==================== design 1
Design 1, clock routing:
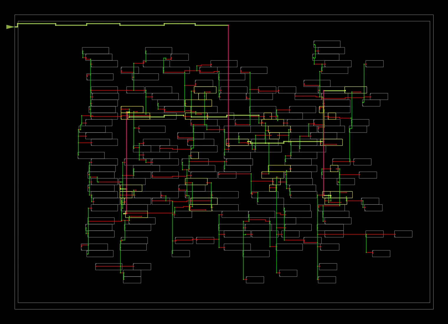

$ cat src/rtl/output_port_arbiter.sv
// Output-direction arbiter: round-robin over four route-tagged inputs, strips the route
// field, buffers into a first-word-fall-through FIFO. Macro LOCAL_PRIORITY_EN gives port 1 strict priority.
module output_port_arbiter #(
  parameter int modifiedFlitSize = 34,
  parameter int flitWidth        = 32,
  parameter int fifoDepth        = 4,
  parameter int fifoAddrWidth    = 2
) (
  input  logic                        clk,
  input  logic                        reset,
  input  logic [modifiedFlitSize-1:0] inFlit1,
  input  logic [modifiedFlitSize-1:0] inFlit2,
  input  logic [modifiedFlitSize-1:0] inFlit3,
  input  logic [modifiedFlitSize-1:0] inFlit4,
  input  logic [3:0]                  inValid,
  output logic [3:0]                  inGrant,
  output logic [flitWidth-1:0]        outFlit,
  output logic                        outValid,
  input  logic                        portBlock,
  output logic [fifoAddrWidth:0]      fifoCount
);

  localparam int CW = fifoAddrWidth + 1;

  logic [modifiedFlitSize-1:0] flit_in [4];
  logic [flitWidth-1:0]        mem [fifoDepth];
  logic [fifoAddrWidth-1:0]    wr_ptr, rd_ptr;
  logic [CW-1:0]               fifo_count;
  logic [1:0]                  last_grant;
  logic [flitWidth-1:0]        held_flit;
  logic [1:0]                  win_idx;
  logic [1:0]                  cand;
  logic                        found;
  logic                        push, pop;
  logic [3:0]                  rr_valid;
  logic [7:0]                  unused_route_bits;

  assign flit_in[0] = inFlit1;
  assign flit_in[1] = inFlit2;
  assign flit_in[2] = inFlit3;
  assign flit_in[3] = inFlit4;

  // Route fields are consumed upstream; only the payload is buffered.
  assign unused_route_bits = {inFlit1[modifiedFlitSize-1:flitWidth], inFlit2[modifiedFlitSize-1:flitWidth],
                              inFlit3[modifiedFlitSize-1:flitWidth], inFlit4[modifiedFlitSize-1:flitWidth]};

`ifdef LOCAL_PRIORITY_EN
  assign rr_valid = inValid & 4'b1110;
`else
  assign rr_valid = inValid;
`endif

  // Rotating search starting one past the last winner; index 0 is masked in local-priority mode.
  always_comb begin
    found   = 1'b0;
    win_idx = 2'd0;
    cand    = 2'd0;
    for (int k = 1; k <= 4; k++) begin
      cand = last_grant + 2'(k);
      if (!found && rr_valid[cand]) begin
        found   = 1'b1;
        win_idx = cand;
      end
    end
`ifdef LOCAL_PRIORITY_EN
    if (inValid[0]) begin
      found   = 1'b1;
      win_idx = 2'd0;
    end
`endif
  end

  always_comb begin
    inGrant = 4'b0000;
    if (found && (fifo_count < CW'(fifoDepth)))
      inGrant[win_idx] = 1'b1;
  end

  assign push      = |inGrant;
  assign outValid  = (fifo_count != '0);
  assign pop       = outValid && !portBlock;
  assign outFlit   = outValid ? mem[rd_ptr] : held_flit;
  assign fifoCount = fifo_count;

  always_ff @(posedge clk) begin
    if (push)
      mem[wr_ptr] <= flit_in[win_idx][flitWidth-1:0];
  end

  always_ff @(posedge clk) begin
    if (reset) begin
      wr_ptr     <= '0;
      rd_ptr     <= '0;
      fifo_count <= '0;
      last_grant <= 2'd3;
      held_flit  <= '0;
    end else begin
      if (push)
        wr_ptr <= wr_ptr + 1'b1;
      if (pop) begin
        rd_ptr    <= rd_ptr + 1'b1;
        held_flit <= mem[rd_ptr];
      end
      fifo_count <= fifo_count + CW'(push) - CW'(pop);
`ifdef LOCAL_PRIORITY_EN
      if (push && win_idx != 2'd0)
        last_grant <= win_idx;
`else
      if (push)
        last_grant <= win_idx;
`endif
    end
  end

endmodule

$ cat config.mk
export PLATFORM = sky130hd
export DESIGN_NAME = output_port_arbiter
export DESIGN_NICKNAME = d
export VERILOG_FILES = /design/src/rtl/output_port_arbiter.sv
export SDC_FILE = /design/constraint.sdc
export NUM_CORES = 1
export LEC_CHECK = 0
export CAP_MARGIN = 20
export CORE_ASPECT_RATIO = 0.7
export CORE_UTILIZATION = 40
export DETAILED_ROUTE_END_ITERATION = 12
export GPL_ROUTABILITY_DRIVEN = 0
export HOLD_SLACK_MARGIN = 0.06
export PLACE_DENSITY = 0.66
export SYNTH_ARGS = -nofsm -noshare
export SYNTH_HDL_FRONTEND = slang
export SYNTH_SLANG_ARGS = --single-unit
$ cat constraint.sdc
create_clock -name clk -period 4.3 [get_ports clk]
set_input_delay 0.86 -clock clk [delete_from_list [all_inputs] [get_ports clk]]
set_output_delay 0.86 -clock clk [all_outputs]
set_load 0.005 [all_outputs]
==================== design 2
--- config.mk ---
export PLATFORM = sky130hd
export DESIGN_NAME = instr_fetch_queue
export DESIGN_NICKNAME = d
export VERILOG_FILES = /design/src/rtl/instr_fetch_queue.sv
export SDC_FILE = /design/constraint.sdc
export NUM_CORES = 1
export LEC_CHECK = 0
export ABC_AREA = 1
export CORE_MARGIN = 2
export CORE_UTILIZATION = 56
export CTS_CLUSTER_DIAMETER = 150
export DETAILED_ROUTE_END_ITERATION = 12
export PLACE_DENSITY = 0.81
export SLEW_MARGIN = 20
export SYNTH_ARGS = -nofsm -noshare
export SYNTH_HDL_FRONTEND = slang
export SYNTH_SLANG_ARGS = --single-unit
--- constraint.sdc ---
create_clock -name clk -period 2.6 [get_ports clk]
set_clock_uncertainty 0.1 [all_clocks]
set_input_delay 0.65 -clock clk [delete_from_list [all_inputs] [get_ports clk]]
set_output_delay 0.65 -clock clk [all_outputs]
set_load 0.01 [all_outputs]
--- src/rtl/instr_fetch_queue.sv ---
// Purpose : fetch stage - owns the PC, issues one imem request at a time and
//           buffers returned words in a DEPTH-entry FIFO feeding decode.
// Latency : imem_rvalid in cycle t -> out_valid/fields visible in cycle t+1.
// Backpres: out_ready low lets the FIFO fill; requests stop when
//           occupancy + outstanding == DEPTH.
//
// Ports
//   clk, rst_n                  rising-edge clock, async active-low reset
//   fetch_en                    allow new imem requests
//   redirect_valid/redirect_pc  flush FIFO and load new PC (bits[1:0] dropped)
//   imem_req/imem_addr          request (always accepted), address = pc
//   imem_rvalid/imem_rdata      in-order response, >=1 cycle after request
//   out_valid/out_ready         decode handshake on the FIFO head
//   out_pc, A1, A2, A3, OP, funct3, funct7, Imm, funct77
//                               head PC and instruction fields (0 when empty)
//   illegal                     only with IFQ_ILLEGAL_DETECT_EN defined:
//                               head present and not a recognised RV32 opcode
module instr_fetch_queue #(
  parameter int              XLEN     = 32,
  parameter int              DEPTH    = 4,
  parameter logic [XLEN-1:0] RESET_PC = '0
) (
  input  logic            clk,
  input  logic            rst_n,
  input  logic            fetch_en,
  input  logic            redirect_valid,
  input  logic [XLEN-1:0] redirect_pc,
  output logic            imem_req,
  output logic [XLEN-1:0] imem_addr,
  input  logic            imem_rvalid,
  input  logic [31:0]     imem_rdata,
  output logic            out_valid,
  input  logic            out_ready,
  output logic [XLEN-1:0] out_pc,
  output logic [4:0]      A1,
  output logic [4:0]      A2,
  output logic [4:0]      A3,
  output logic [6:0]      OP,
  output logic [2:0]      funct3,
  output logic            funct7,
  output logic [24:0]     Imm,
`ifdef IFQ_ILLEGAL_DETECT_EN
  output logic            illegal,
`endif
  output logic [6:0]      funct77
);

  localparam int PW = (DEPTH > 1) ? $clog2(DEPTH) : 1;
  localparam int CW = PW + 1;
  localparam logic [CW-1:0]   DEPTH_C = CW'(DEPTH);
  localparam logic [XLEN-1:0] PC_MASK = ~XLEN'(3);
  localparam logic [XLEN-1:0] PC_STEP = XLEN'(4);

  typedef enum logic [1:0] {
    FETCH = 2'd0,
    WAIT  = 2'd1,
    DROP  = 2'd2
  } state_t;

  typedef struct packed {
    logic [XLEN-1:0] pc;
    logic [31:0]     instr;
  } entry_t;

  // ------------------------------------------------------------------
  // State
  // ------------------------------------------------------------------
  state_t          state_q,  state_d;
  logic [XLEN-1:0] pc_q,     pc_d;
  logic [XLEN-1:0] req_pc_q, req_pc_d;   // address of the outstanding request
  logic [PW-1:0]   wr_ptr_q, wr_ptr_d;
  logic [PW-1:0]   rd_ptr_q, rd_ptr_d;
  logic [CW-1:0]   count_q,  count_d;    // FIFO occupancy
  entry_t          mem_q [DEPTH];
  entry_t          mem_d [DEPTH];

  logic            pop_ok;
  logic            push;
  logic            pop;
  logic [CW-1:0]   cnt_after;
  entry_t          head;

  assign out_valid = (count_q != '0);
  assign pop_ok    = out_valid && out_ready;
  assign imem_addr = pc_q;

  // Occupancy once this cycle's response lands and any pop retires;
  // a re-issue must leave room for its own reserved slot.
  assign cnt_after = count_q + CW'(1) - CW'(pop_ok);

  // ------------------------------------------------------------------
  // Next-state logic
  // ------------------------------------------------------------------
  always_comb begin
    state_d  = state_q;
    pc_d     = pc_q;
    req_pc_d = req_pc_q;
    wr_ptr_d = wr_ptr_q;
    rd_ptr_d = rd_ptr_q;
    count_d  = count_q;
    mem_d    = mem_q;
    imem_req = 1'b0;
    push     = 1'b0;
    pop      = 1'b0;

    if (redirect_valid) begin
      // Flush wins over everything: no push, no pop, no request.
      wr_ptr_d = '0;
      rd_ptr_d = '0;
      count_d  = '0;
      pc_d     = redirect_pc & PC_MASK;
      unique case (state_q)
        FETCH:   state_d = FETCH;
        // A response still in flight must be swallowed when it arrives.
        WAIT:    state_d = imem_rvalid ? FETCH : DROP;
        DROP:    state_d = imem_rvalid ? FETCH : DROP;
        default: state_d = FETCH;
      endcase
    end else begin
      pop = pop_ok;
      unique case (state_q)
        FETCH: begin
          if (fetch_en && (count_q < DEPTH_C)) begin
            imem_req = 1'b1;
            state_d  = WAIT;
          end
        end
        WAIT: begin
          if (imem_rvalid) begin
            push = 1'b1;
            if (fetch_en && (cnt_after < DEPTH_C)) begin
              imem_req = 1'b1;
              state_d  = WAIT;
            end else begin
              state_d  = FETCH;
            end
          end
        end
        DROP: begin
          if (imem_rvalid) begin
            state_d = FETCH;
          end
        end
        default: state_d = FETCH;
      endcase

      if (imem_req) begin
        req_pc_d = pc_q;
        pc_d     = pc_q + PC_STEP;
      end

      if (push) begin
        mem_d[wr_ptr_q] = '{pc: req_pc_q, instr: imem_rdata};
        wr_ptr_d        = wr_ptr_q + PW'(1);
      end

      if (pop) begin
        rd_ptr_d = rd_ptr_q + PW'(1);
      end

      count_d = count_q + CW'(push) - CW'(pop);
    end
  end

  // ------------------------------------------------------------------
  // Registers
  // ------------------------------------------------------------------
  always_ff @(posedge clk or negedge rst_n) begin
    if (!rst_n) begin
      state_q  <= FETCH;
      pc_q     <= RESET_PC;
      req_pc_q <= '0;
      wr_ptr_q <= '0;
      rd_ptr_q <= '0;
      count_q  <= '0;
      for (int i = 0; i < DEPTH; i++) begin
        mem_q[i] <= '0;
      end
    end else begin
      state_q  <= state_d;
      pc_q     <= pc_d;
      req_pc_q <= req_pc_d;
      wr_ptr_q <= wr_ptr_d;
      rd_ptr_q <= rd_ptr_d;
      count_q  <= count_d;
      mem_q    <= mem_d;
    end
  end

  // ------------------------------------------------------------------
  // Decode view of the head; forced to zero while the FIFO is empty so
  // stale entries never leak to decode.
  // ------------------------------------------------------------------
  assign head    = out_valid ? mem_q[rd_ptr_q] : '0;

  assign out_pc  = head.pc;
  assign A1      = head.instr[19:15];
  assign A2      = head.instr[24:20];
  assign A3      = head.instr[11:7];
  assign OP      = head.instr[6:0];
  assign funct3  = head.instr[14:12];
  assign funct7  = head.instr[30];
  assign Imm     = head.instr[31:7];
  assign funct77 = head.instr[31:25];

`ifdef IFQ_ILLEGAL_DETECT_EN
  logic op_known;

  always_comb begin
    op_known = 1'b0;
    case (head.instr[6:0])
      7'b0110011, 7'b0010011, 7'b0000011, 7'b0100011,
      7'b1100011, 7'b1101111, 7'b1100111, 7'b0110111,
      7'b0010111, 7'b1110011, 7'b0001111: op_known = 1'b1;
      default:                            op_known = 1'b0;
    endcase
  end

  // Compressed/short encodings (low bits != 11) are rejected as well.
  assign illegal = out_valid && ((head.instr[1:0] != 2'b11) || !op_known);
`endif

endmodule
==================== design 3
<file path="src/rtl/dec4_to_bin14.sv">
// -----------------------------------------------------------------------------
// dec4_to_bin14
//   Sequential 4-digit packed-BCD to 14-bit binary converter.
//   A start strobe captures DEC into a shadow register. The digits are then
//   folded in thousands-first by alternating multiply-by-ten and add-digit
//   steps. The result appears on BIN together with a one-cycle ok pulse,
//   nine clock edges after the start edge.
//
//   Optional feature macro: BCD_CHECK_EN
//     defined   - err is loaded with BIN and flags any shadow digit above 9
//     undefined - err is tied low and the digit checker is not built
//
// Ports
//   clk    in   1   rising-edge clock
//   rst_n  in   1   asynchronous active-low reset
//   st     in   1   start strobe; restarts the conversion from any state
//   DEC    in  16   packed BCD {D4,D3,D2,D1}, D4 = thousands
//   BIN    out 14   registered binary result, held between ok pulses
//   ok     out  1   registered one-cycle completion pulse
//   busy   out  1   registered, high while a conversion is in flight
//   err    out  1   registered invalid-digit flag
// -----------------------------------------------------------------------------
module dec4_to_bin14 (
  input  logic        clk,
  input  logic        rst_n,
  input  logic        st,
  input  logic [15:0] DEC,
  output logic [13:0] BIN,
  output logic        ok,
  output logic        busy,
  output logic        err
);

  typedef enum logic [1:0] {
    IDLE = 2'd0,
    CONV = 2'd1,
    FIN  = 2'd2
  } state_t;

  state_t      state, state_nx;

  logic [15:0] shadow, shadow_nx;
  logic [13:0] acc, acc_nx;
  logic [2:0]  ptr, ptr_nx;
  logic        phase, phase_nx;
  logic [13:0] bin_q, bin_nx;
  logic        ok_q, ok_nx;
  logic        busy_q, busy_nx;

  logic [3:0]  digit;
  logic [13:0] acc_x10;
  logic        bcd_bad;

  // Digit selected by the pointer: ptr=4 picks thousands, ptr=1 picks units.
  always_comb begin
    digit = '0;
    case (ptr)
      3'd4:    digit = shadow[15:12];
      3'd3:    digit = shadow[11:8];
      3'd2:    digit = shadow[7:4];
      3'd1:    digit = shadow[3:0];
      default: digit = '0;
    endcase
  end

  // acc*10 as a shift-and-add, wrapping in 14 bits.
  assign acc_x10 = (acc << 3) + (acc << 1);

`ifdef BCD_CHECK_EN
  logic err_q, err_nx;

  always_comb begin
    bcd_bad = 1'b0;
    for (int unsigned i = 0; i < 4; i++) begin
      if (shadow[i*4 +: 4] > 4'd9) bcd_bad = 1'b1;
    end
  end
`else
  assign bcd_bad = 1'b0;
`endif

  // State register
  always_ff @(posedge clk or negedge rst_n) begin
    if (!rst_n) state <= IDLE;
    else        state <= state_nx;
  end

  // Next-state logic; st overrides every other transition.
  always_comb begin
    state_nx = state;
    if (st) begin
      state_nx = CONV;
    end else begin
      case (state)
        IDLE:    state_nx = IDLE;
        // The add step that consumes the units digit is the last CONV cycle.
        CONV:    state_nx = (phase && (ptr == 3'd1)) ? FIN : CONV;
        FIN:     state_nx = IDLE;
        default: state_nx = IDLE;
      endcase
    end
  end

  // Output / datapath next-value logic
  always_comb begin
    shadow_nx = shadow;
    acc_nx    = acc;
    ptr_nx    = ptr;
    phase_nx  = phase;
    bin_nx    = bin_q;
    ok_nx     = 1'b0;
    busy_nx   = busy_q;
`ifdef BCD_CHECK_EN
    err_nx    = err_q;
`endif
    if (st) begin
      shadow_nx = DEC;
      acc_nx    = '0;
      ptr_nx    = 3'd4;
      phase_nx  = 1'b0;
      busy_nx   = 1'b1;
    end else begin
      case (state)
        CONV: begin
          if (!phase) begin
            acc_nx   = acc_x10;
            phase_nx = 1'b1;
          end else begin
            acc_nx   = acc + {10'd0, digit};
            ptr_nx   = ptr - 3'd1;
            phase_nx = 1'b0;
          end
        end
        FIN: begin
          bin_nx  = acc;
          ok_nx   = 1'b1;
          busy_nx = 1'b0;
`ifdef BCD_CHECK_EN
          err_nx  = bcd_bad;
`endif
        end
        default: ;
      endcase
    end
  end

  // Datapath and output registers
  always_ff @(posedge clk or negedge rst_n) begin
    if (!rst_n) begin
      shadow <= '0;
      acc    <= '0;
      ptr    <= '0;
      phase  <= 1'b0;
      bin_q  <= '0;
      ok_q   <= 1'b0;
      busy_q <= 1'b0;
`ifdef BCD_CHECK_EN
      err_q  <= 1'b0;
`endif
    end else begin
      shadow <= shadow_nx;
      acc    <= acc_nx;
      ptr    <= ptr_nx;
      phase  <= phase_nx;
      bin_q  <= bin_nx;
      ok_q   <= ok_nx;
      busy_q <= busy_nx;
`ifdef BCD_CHECK_EN
      err_q  <= err_nx;
`endif
    end
  end

  assign BIN  = bin_q;
  assign ok   = ok_q;
  assign busy = busy_q;
`ifdef BCD_CHECK_EN
  assign err  = err_q;
`else
  assign err  = 1'b0;
`endif

endmodule

</file>
<file path="config.mk">
export PLATFORM = sky130hd
export DESIGN_NAME = dec4_to_bin14
export DESIGN_NICKNAME = d
export VERILOG_FILES = /design/src/rtl/dec4_to_bin14.sv
export SDC_FILE = /design/constraint.sdc
export NUM_CORES = 1
export LEC_CHECK = 0
export CORE_MARGIN = 5
export CORE_UTILIZATION = 60
export DETAILED_ROUTE_END_ITERATION = 6
export PLACE_DENSITY = 0.93
export SLEW_MARGIN = 10
export SYNTH_ARGS = -nofsm -noshare
export SYNTH_HDL_FRONTEND = slang
export SYNTH_SLANG_ARGS = --single-unit
</file>
<file path="constraint.sdc">
create_clock -name clk -period 6.8 [get_ports clk]
set_input_delay 1.36 -clock clk [delete_from_list [all_inputs] [get_ports clk]]
set_output_delay 1.36 -clock clk [all_outputs]
set_load 0.05 [all_outputs]
</file>
Design 1, register map, names as in the netlist:
Scale bar: 50 um. Other sequential cells in the stronger grey, the rest of the logic in the fainter grey.
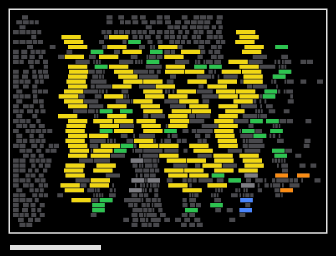
| name in the netlist | colour | placed flops |
|---|---|---|
| `fifoCount` | orange | 3 |
| `mem` | yellow | 128 |
| `rd_ptr` | blue | 2 |
| `held_flit` | green | 32 |
not coloured: 6

Design 1, pin map:
Scale bar: 50 um. Pins as bars across the die edge, other pins in grey.
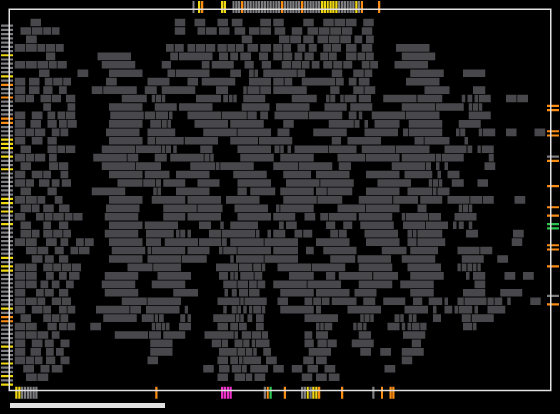
| port | colour | pins | direction | edge |
|---|---|---|---|---|
| `inValid` | magenta | 4 | input | bottom |
| `fifoCount` | green | 3 | output | 2 right, 1 bottom |
| `outFlit` | orange | 32 | output | 12 right, 8 bottom, 6 top, 6 left |
| `inFlit1` | yellow | 34 | input | 19 left, 10 top, 5 bottom |

## Picture notes: 'clock routing' of design 1
worst setup skew after layout: 0.0159 ns
cts bufs inserted: 17
power of the clock network: 0.00153 W
Clk Latency, worst-skew pair: 0.42 ns

==> git commit body, design 1 <==
Record implementation results from latest flow run

- Crit path time final: between 3 and 4 ns
* Detailed Routing Iterations Pass 1: 10
- Per the detail_route report, vias per standard cell equal between 5 and 6.
* Data buffer area share: roughly 17%
- Per report_power, the sequential group accounts for between 30% and 40% of the total.
- The plain and repair buffers instantiated in the layout total between 150 and 200.
- ~380 cells are multi-input combinational gates.
- Count of antenna diodes in the layout: 1
* Async set-or-reset flop fraction in the synthesized netlist: 0%
- In the setup report, the worst path falls into the class in -> out.
* Clock tree buffer count of the final layout: 18
- Per STA, the startpoint of the critical path is inValid[3].
* Result of the run: completed
- Post-route met1 wirelength: 9.68 mm
* FILL cells: 1627
* Final Non-Filler Cells: ~1100
* Flop share of the area: between 40% and 50%
- The layout summary lists the proportion of cells stronger than drive strength 1 as 16.3%.
- Clock buffer and inverter area fraction after layout: between 5 and 6%
* Flop and latch count out of synthesis: 171
- Per the detail_route report, DRC violations left total 0.
- STA classifies the critical path endpoint as a primary output.
* Logic share of the area: 30.1%
- Setup-violating endpoint count in the final report: 0
* Fin. max-slew vios: 0
- Final sum of negative setup slack: 0 ns
* Maximum clock insertion buffer count: 2
- Of the total synthesized cell area, the portion taken by AND, OR, NAND and NOR gates is about 5.2%.
* Mapped Avg Cell Area: ~13 um^2
- Die boundary width: roughly 170 um
- CTS hold repair buffers: 0
- Global Route met3 Usage: 6.16%
* Initial DRC count: 544
- Vert. Die Dim: 122 um
[design 1: through the flow]
step / setup slack [ns] / hold slack (ns) / utilization, %
finish: 0.428 / 0.453 / 53.8
floorplan: 1.55 / 0.433 / -
global placement: 0.531 / 0.438 / 50.8
CTS: 0.464 / 0.456 / 53.8
detailed placement: 0.469 / 0.446 / 50.8
global route: 0.380 / 0.473 / 53.8
[design 1: worst max-delay path, stage by stage]
cell	delay, ns
clkdlybuf4s50_1	0.63
nor2_1	0.17
a21oi_2	0.37
nand2_1	0.13
nor2_1	0.27
clkdlybuf4s50_1	0.57
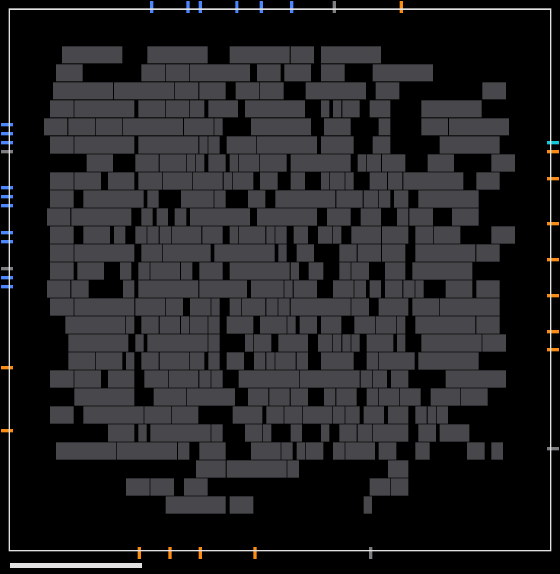
Design 3: pin map
Scale bar: 20 um. Pins as bars across the die edge, other pins in grey.
| port | colour | pins | direction | edge |
|---|---|---|---|---|
| `ok` | cyan | 1 | output | right |
| `BIN` | orange | 14 | output | 7 right, 4 bottom, 2 left, 1 top |
| `DEC` | blue | 16 | input | 10 left, 6 top |

==> git commit body, design 3 <==
Record implementation results from latest flow run

- The worst-case IR drop observed on VDD is 0.147 mV.
* Int Power: around 0.0005 W
* Number of antenna violations at the first check in global routing: 0
- Cell count after placement: approximately 380
- The non-clock inverters instantiated in the layout total 6.
- Clock power frac: 23.0%
* Post-layout total power: between 0.0007 and 0.0008 W
- Setup repair after global routing missed its margin: no
* Final hold violation count: 0
* Cell area after placement: 3470 um^2
* Area of all sequential standard cells: 1300 um^2
- HP Start: busy
- Placeable core region: about 5000 um^2
* Fin. max-slew vios: 0
- Per the slew report, the remaining headroom to the max-slew limit stands at around half.
* CTS tree: built
* Ordered cell list for the critical path: inv_1 -> ha_1 -> a222oi_1 -> o21ai_0 -> ha_1 -> fa_1 -> a211o_1 -> o211a_1 -> a31o_2 -> a32oi_1 -> a21oi_1
* Flop and latch count out of synthesis: 52
* Flop share of the area: between 30% and 40%
* Main flop type: dfrtp_1
* Number of cells on the critical path: 11
- FILL cells: between 300 and 400
- Total non-filler cell area in the finished layout: roughly 3600 um^2
- For this run, the register share of the synthesized area comes to between 40% and 50%.
- The final timing report derives a shortest allowable period of approximately 3.2 ns.
- Max capacitance violation total: 0
- Sw Pwr: 0.000262 W
* Pwr top: registers
* Routed vias: ~2400
- Commonest Layout Cell: dfrtp_1
* Endpoint of the worst setup timing path: acc[8]
* Number of core rows: 26
- Buffer count excluding the clock tree in the final layout: 38
- Global placement routability congestion: approximately 0.87
- Cell taking the most area after synthesis: dfrtp_1
* Final Non-Filler Cells: about 390
* Logic share of the area: a little under half
* Power in combinational cells: 0.000214 W
- For this block, the initial DRC count from the detailed router was roughly 200.
* Result of the run: completed
- Number of post-CTS setup repair buffers: 0
- TritonRoute reported its final design rule violation total as 0.
- The register with the most flip-flops in the layout has 16 of them.
- The final layout contains ~360 nets.
* Detailed Routing Iterations Pass 1: 5
## design 3: worst reg2reg max path, stage by stage (launching register included)
cell and delay [ns]:
dfrtp_1 0.41, inv_1 0.09, ha_1 0.27, a222oi_1 0.38
o21ai_0 0.14, ha_1 0.22, fa_1 0.43, a211o_1 0.34
o211a_1 0.21, a31o_2 0.26, a32oi_1 0.21, a21oi_1 0.11
## design 3: kinds of logic after synthesis
logic type / share of synthesized area [%]
simple gates: 12.3
fa+ha+maj: 9.04
buf+inv: 2.60
mux: 13.3
flops: 42.3
xor+xnor: 2.56
other cells: 0.122
compound gates: 17.7
Design 2, pin map:
Scale bar: 50 um. Pins as bars across the die edge, other pins in grey.
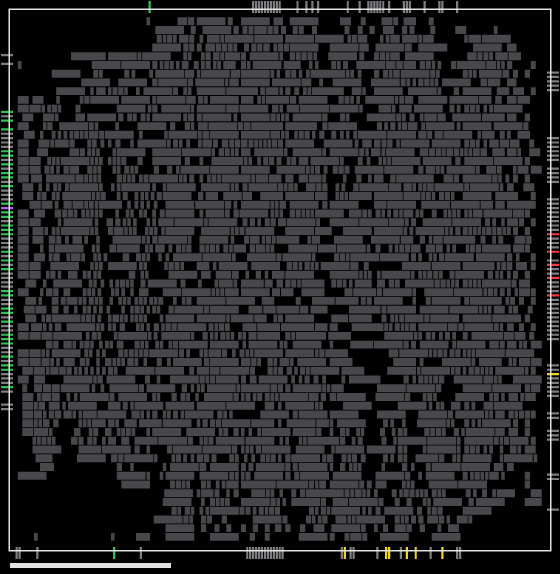
| port | colour | pins | direction | edge |
|---|---|---|---|---|
| `redirect_valid` | purple | 1 | input | left |
| `OP` | yellow | 7 | output | 6 bottom, 1 right |
| `imem_addr` | green | 32 | output | 30 left, 1 bottom, 1 top |
| `A1` | red | 5 | output | right |
all pins by edge: 68 left, 63 right, 32 bottom, 31 top
die boundary width: 168 um
Vert. Die Dim: 168 um
number of buffers added on ports: 187

==> git commit body, design 2 <==
Record implementation results from latest flow run

- Clock tree buffer count of the final layout: around 45
- Failing checks: setup timing
- After filler insertion, the fill cell instance count of the layout stands at between 1500 and 2000.
- The flow ran to the end, but the final reports show violations.
- Endpoint of the lowest-slack register-to-register path: count_q[2]
* Final sum of negative setup slack: -13.09 ns
- Global Route met3 Usage: 4.30%
- After synthesis, flip-flops and latches occupy a little over half of the total area.
- The highest layer touched by signal routing is met4.
- After detailed routing, the average wire length per cell comes to approximately 18 um.
* Worst Setup Slack, final: -0.258 ns
- Clock slew at the register clock pins of the worst setup and hold paths: 0.06 ns
- Number of cells on the critical path: 6
- Looking at the reg2reg group, the worst path starts from count_q[1].
- After synthesis, the cell types taking the most area are dfrtp_1, o21ai_0, nand2_1, nor2_1, inv_1.
* Buffer count excluding the clock tree in the final layout: about 290
- The tightest min-delay check is of the reg -> reg type.
* Commonest non-fill, non-tap cells in the layout: nand2_1, o21ai_0, dfrtp_1, nor2_1, inv_1
- After synthesis the cells add up to around 15000 um^2.
- Setup-violating endpoint count in the final report: 88
* Crit path time final: about 2.9 ns
- For this block, the via count after detailed routing is ~14000.
==> design 2: kinds of logic (layout without fill, tap and decap cells) <==
kind of cell | Yosys count | in the layout
multiplexers | 1 | 1
buffers and inverters | 258 | 455
AND/OR/NAND/NOR | 839 | 839
adder cells (fa/ha/maj) | 11 | 11
flip-flops | 317 | 317
AND-OR/OR-AND | 487 | 487
other | 1 | 4
XOR/XNOR | 11 | 11
==> design 2: power by group <==
part           total [W]  switching (W)  internal, W
Sequential       0.00738        0.00111      0.00627
Combinational    0.00954        0.00534      0.00420
Clock            0.00455        0.00188      0.00266


==> screenshots <==
Signal wires on met1.
picture 1
Scale bar: 50 um.
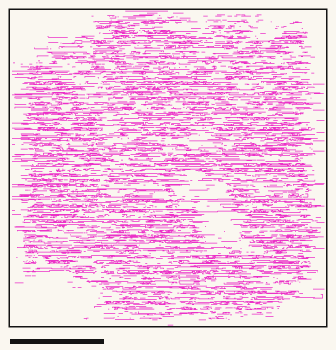
picture 2
Scale bar: 50 um.
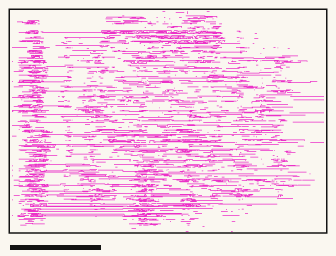
picture 3
Scale bar: 20 um.
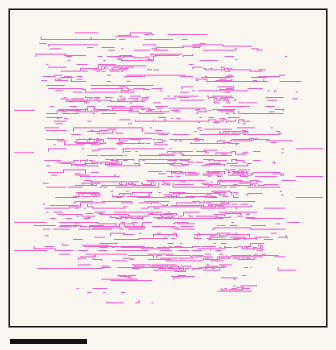
design 3 -> picture 3
design 2 -> picture 1
design 1 -> picture 2
Of these, largest die: picture 1

No activity file was given, so power comes from the tool's default toggle rates.
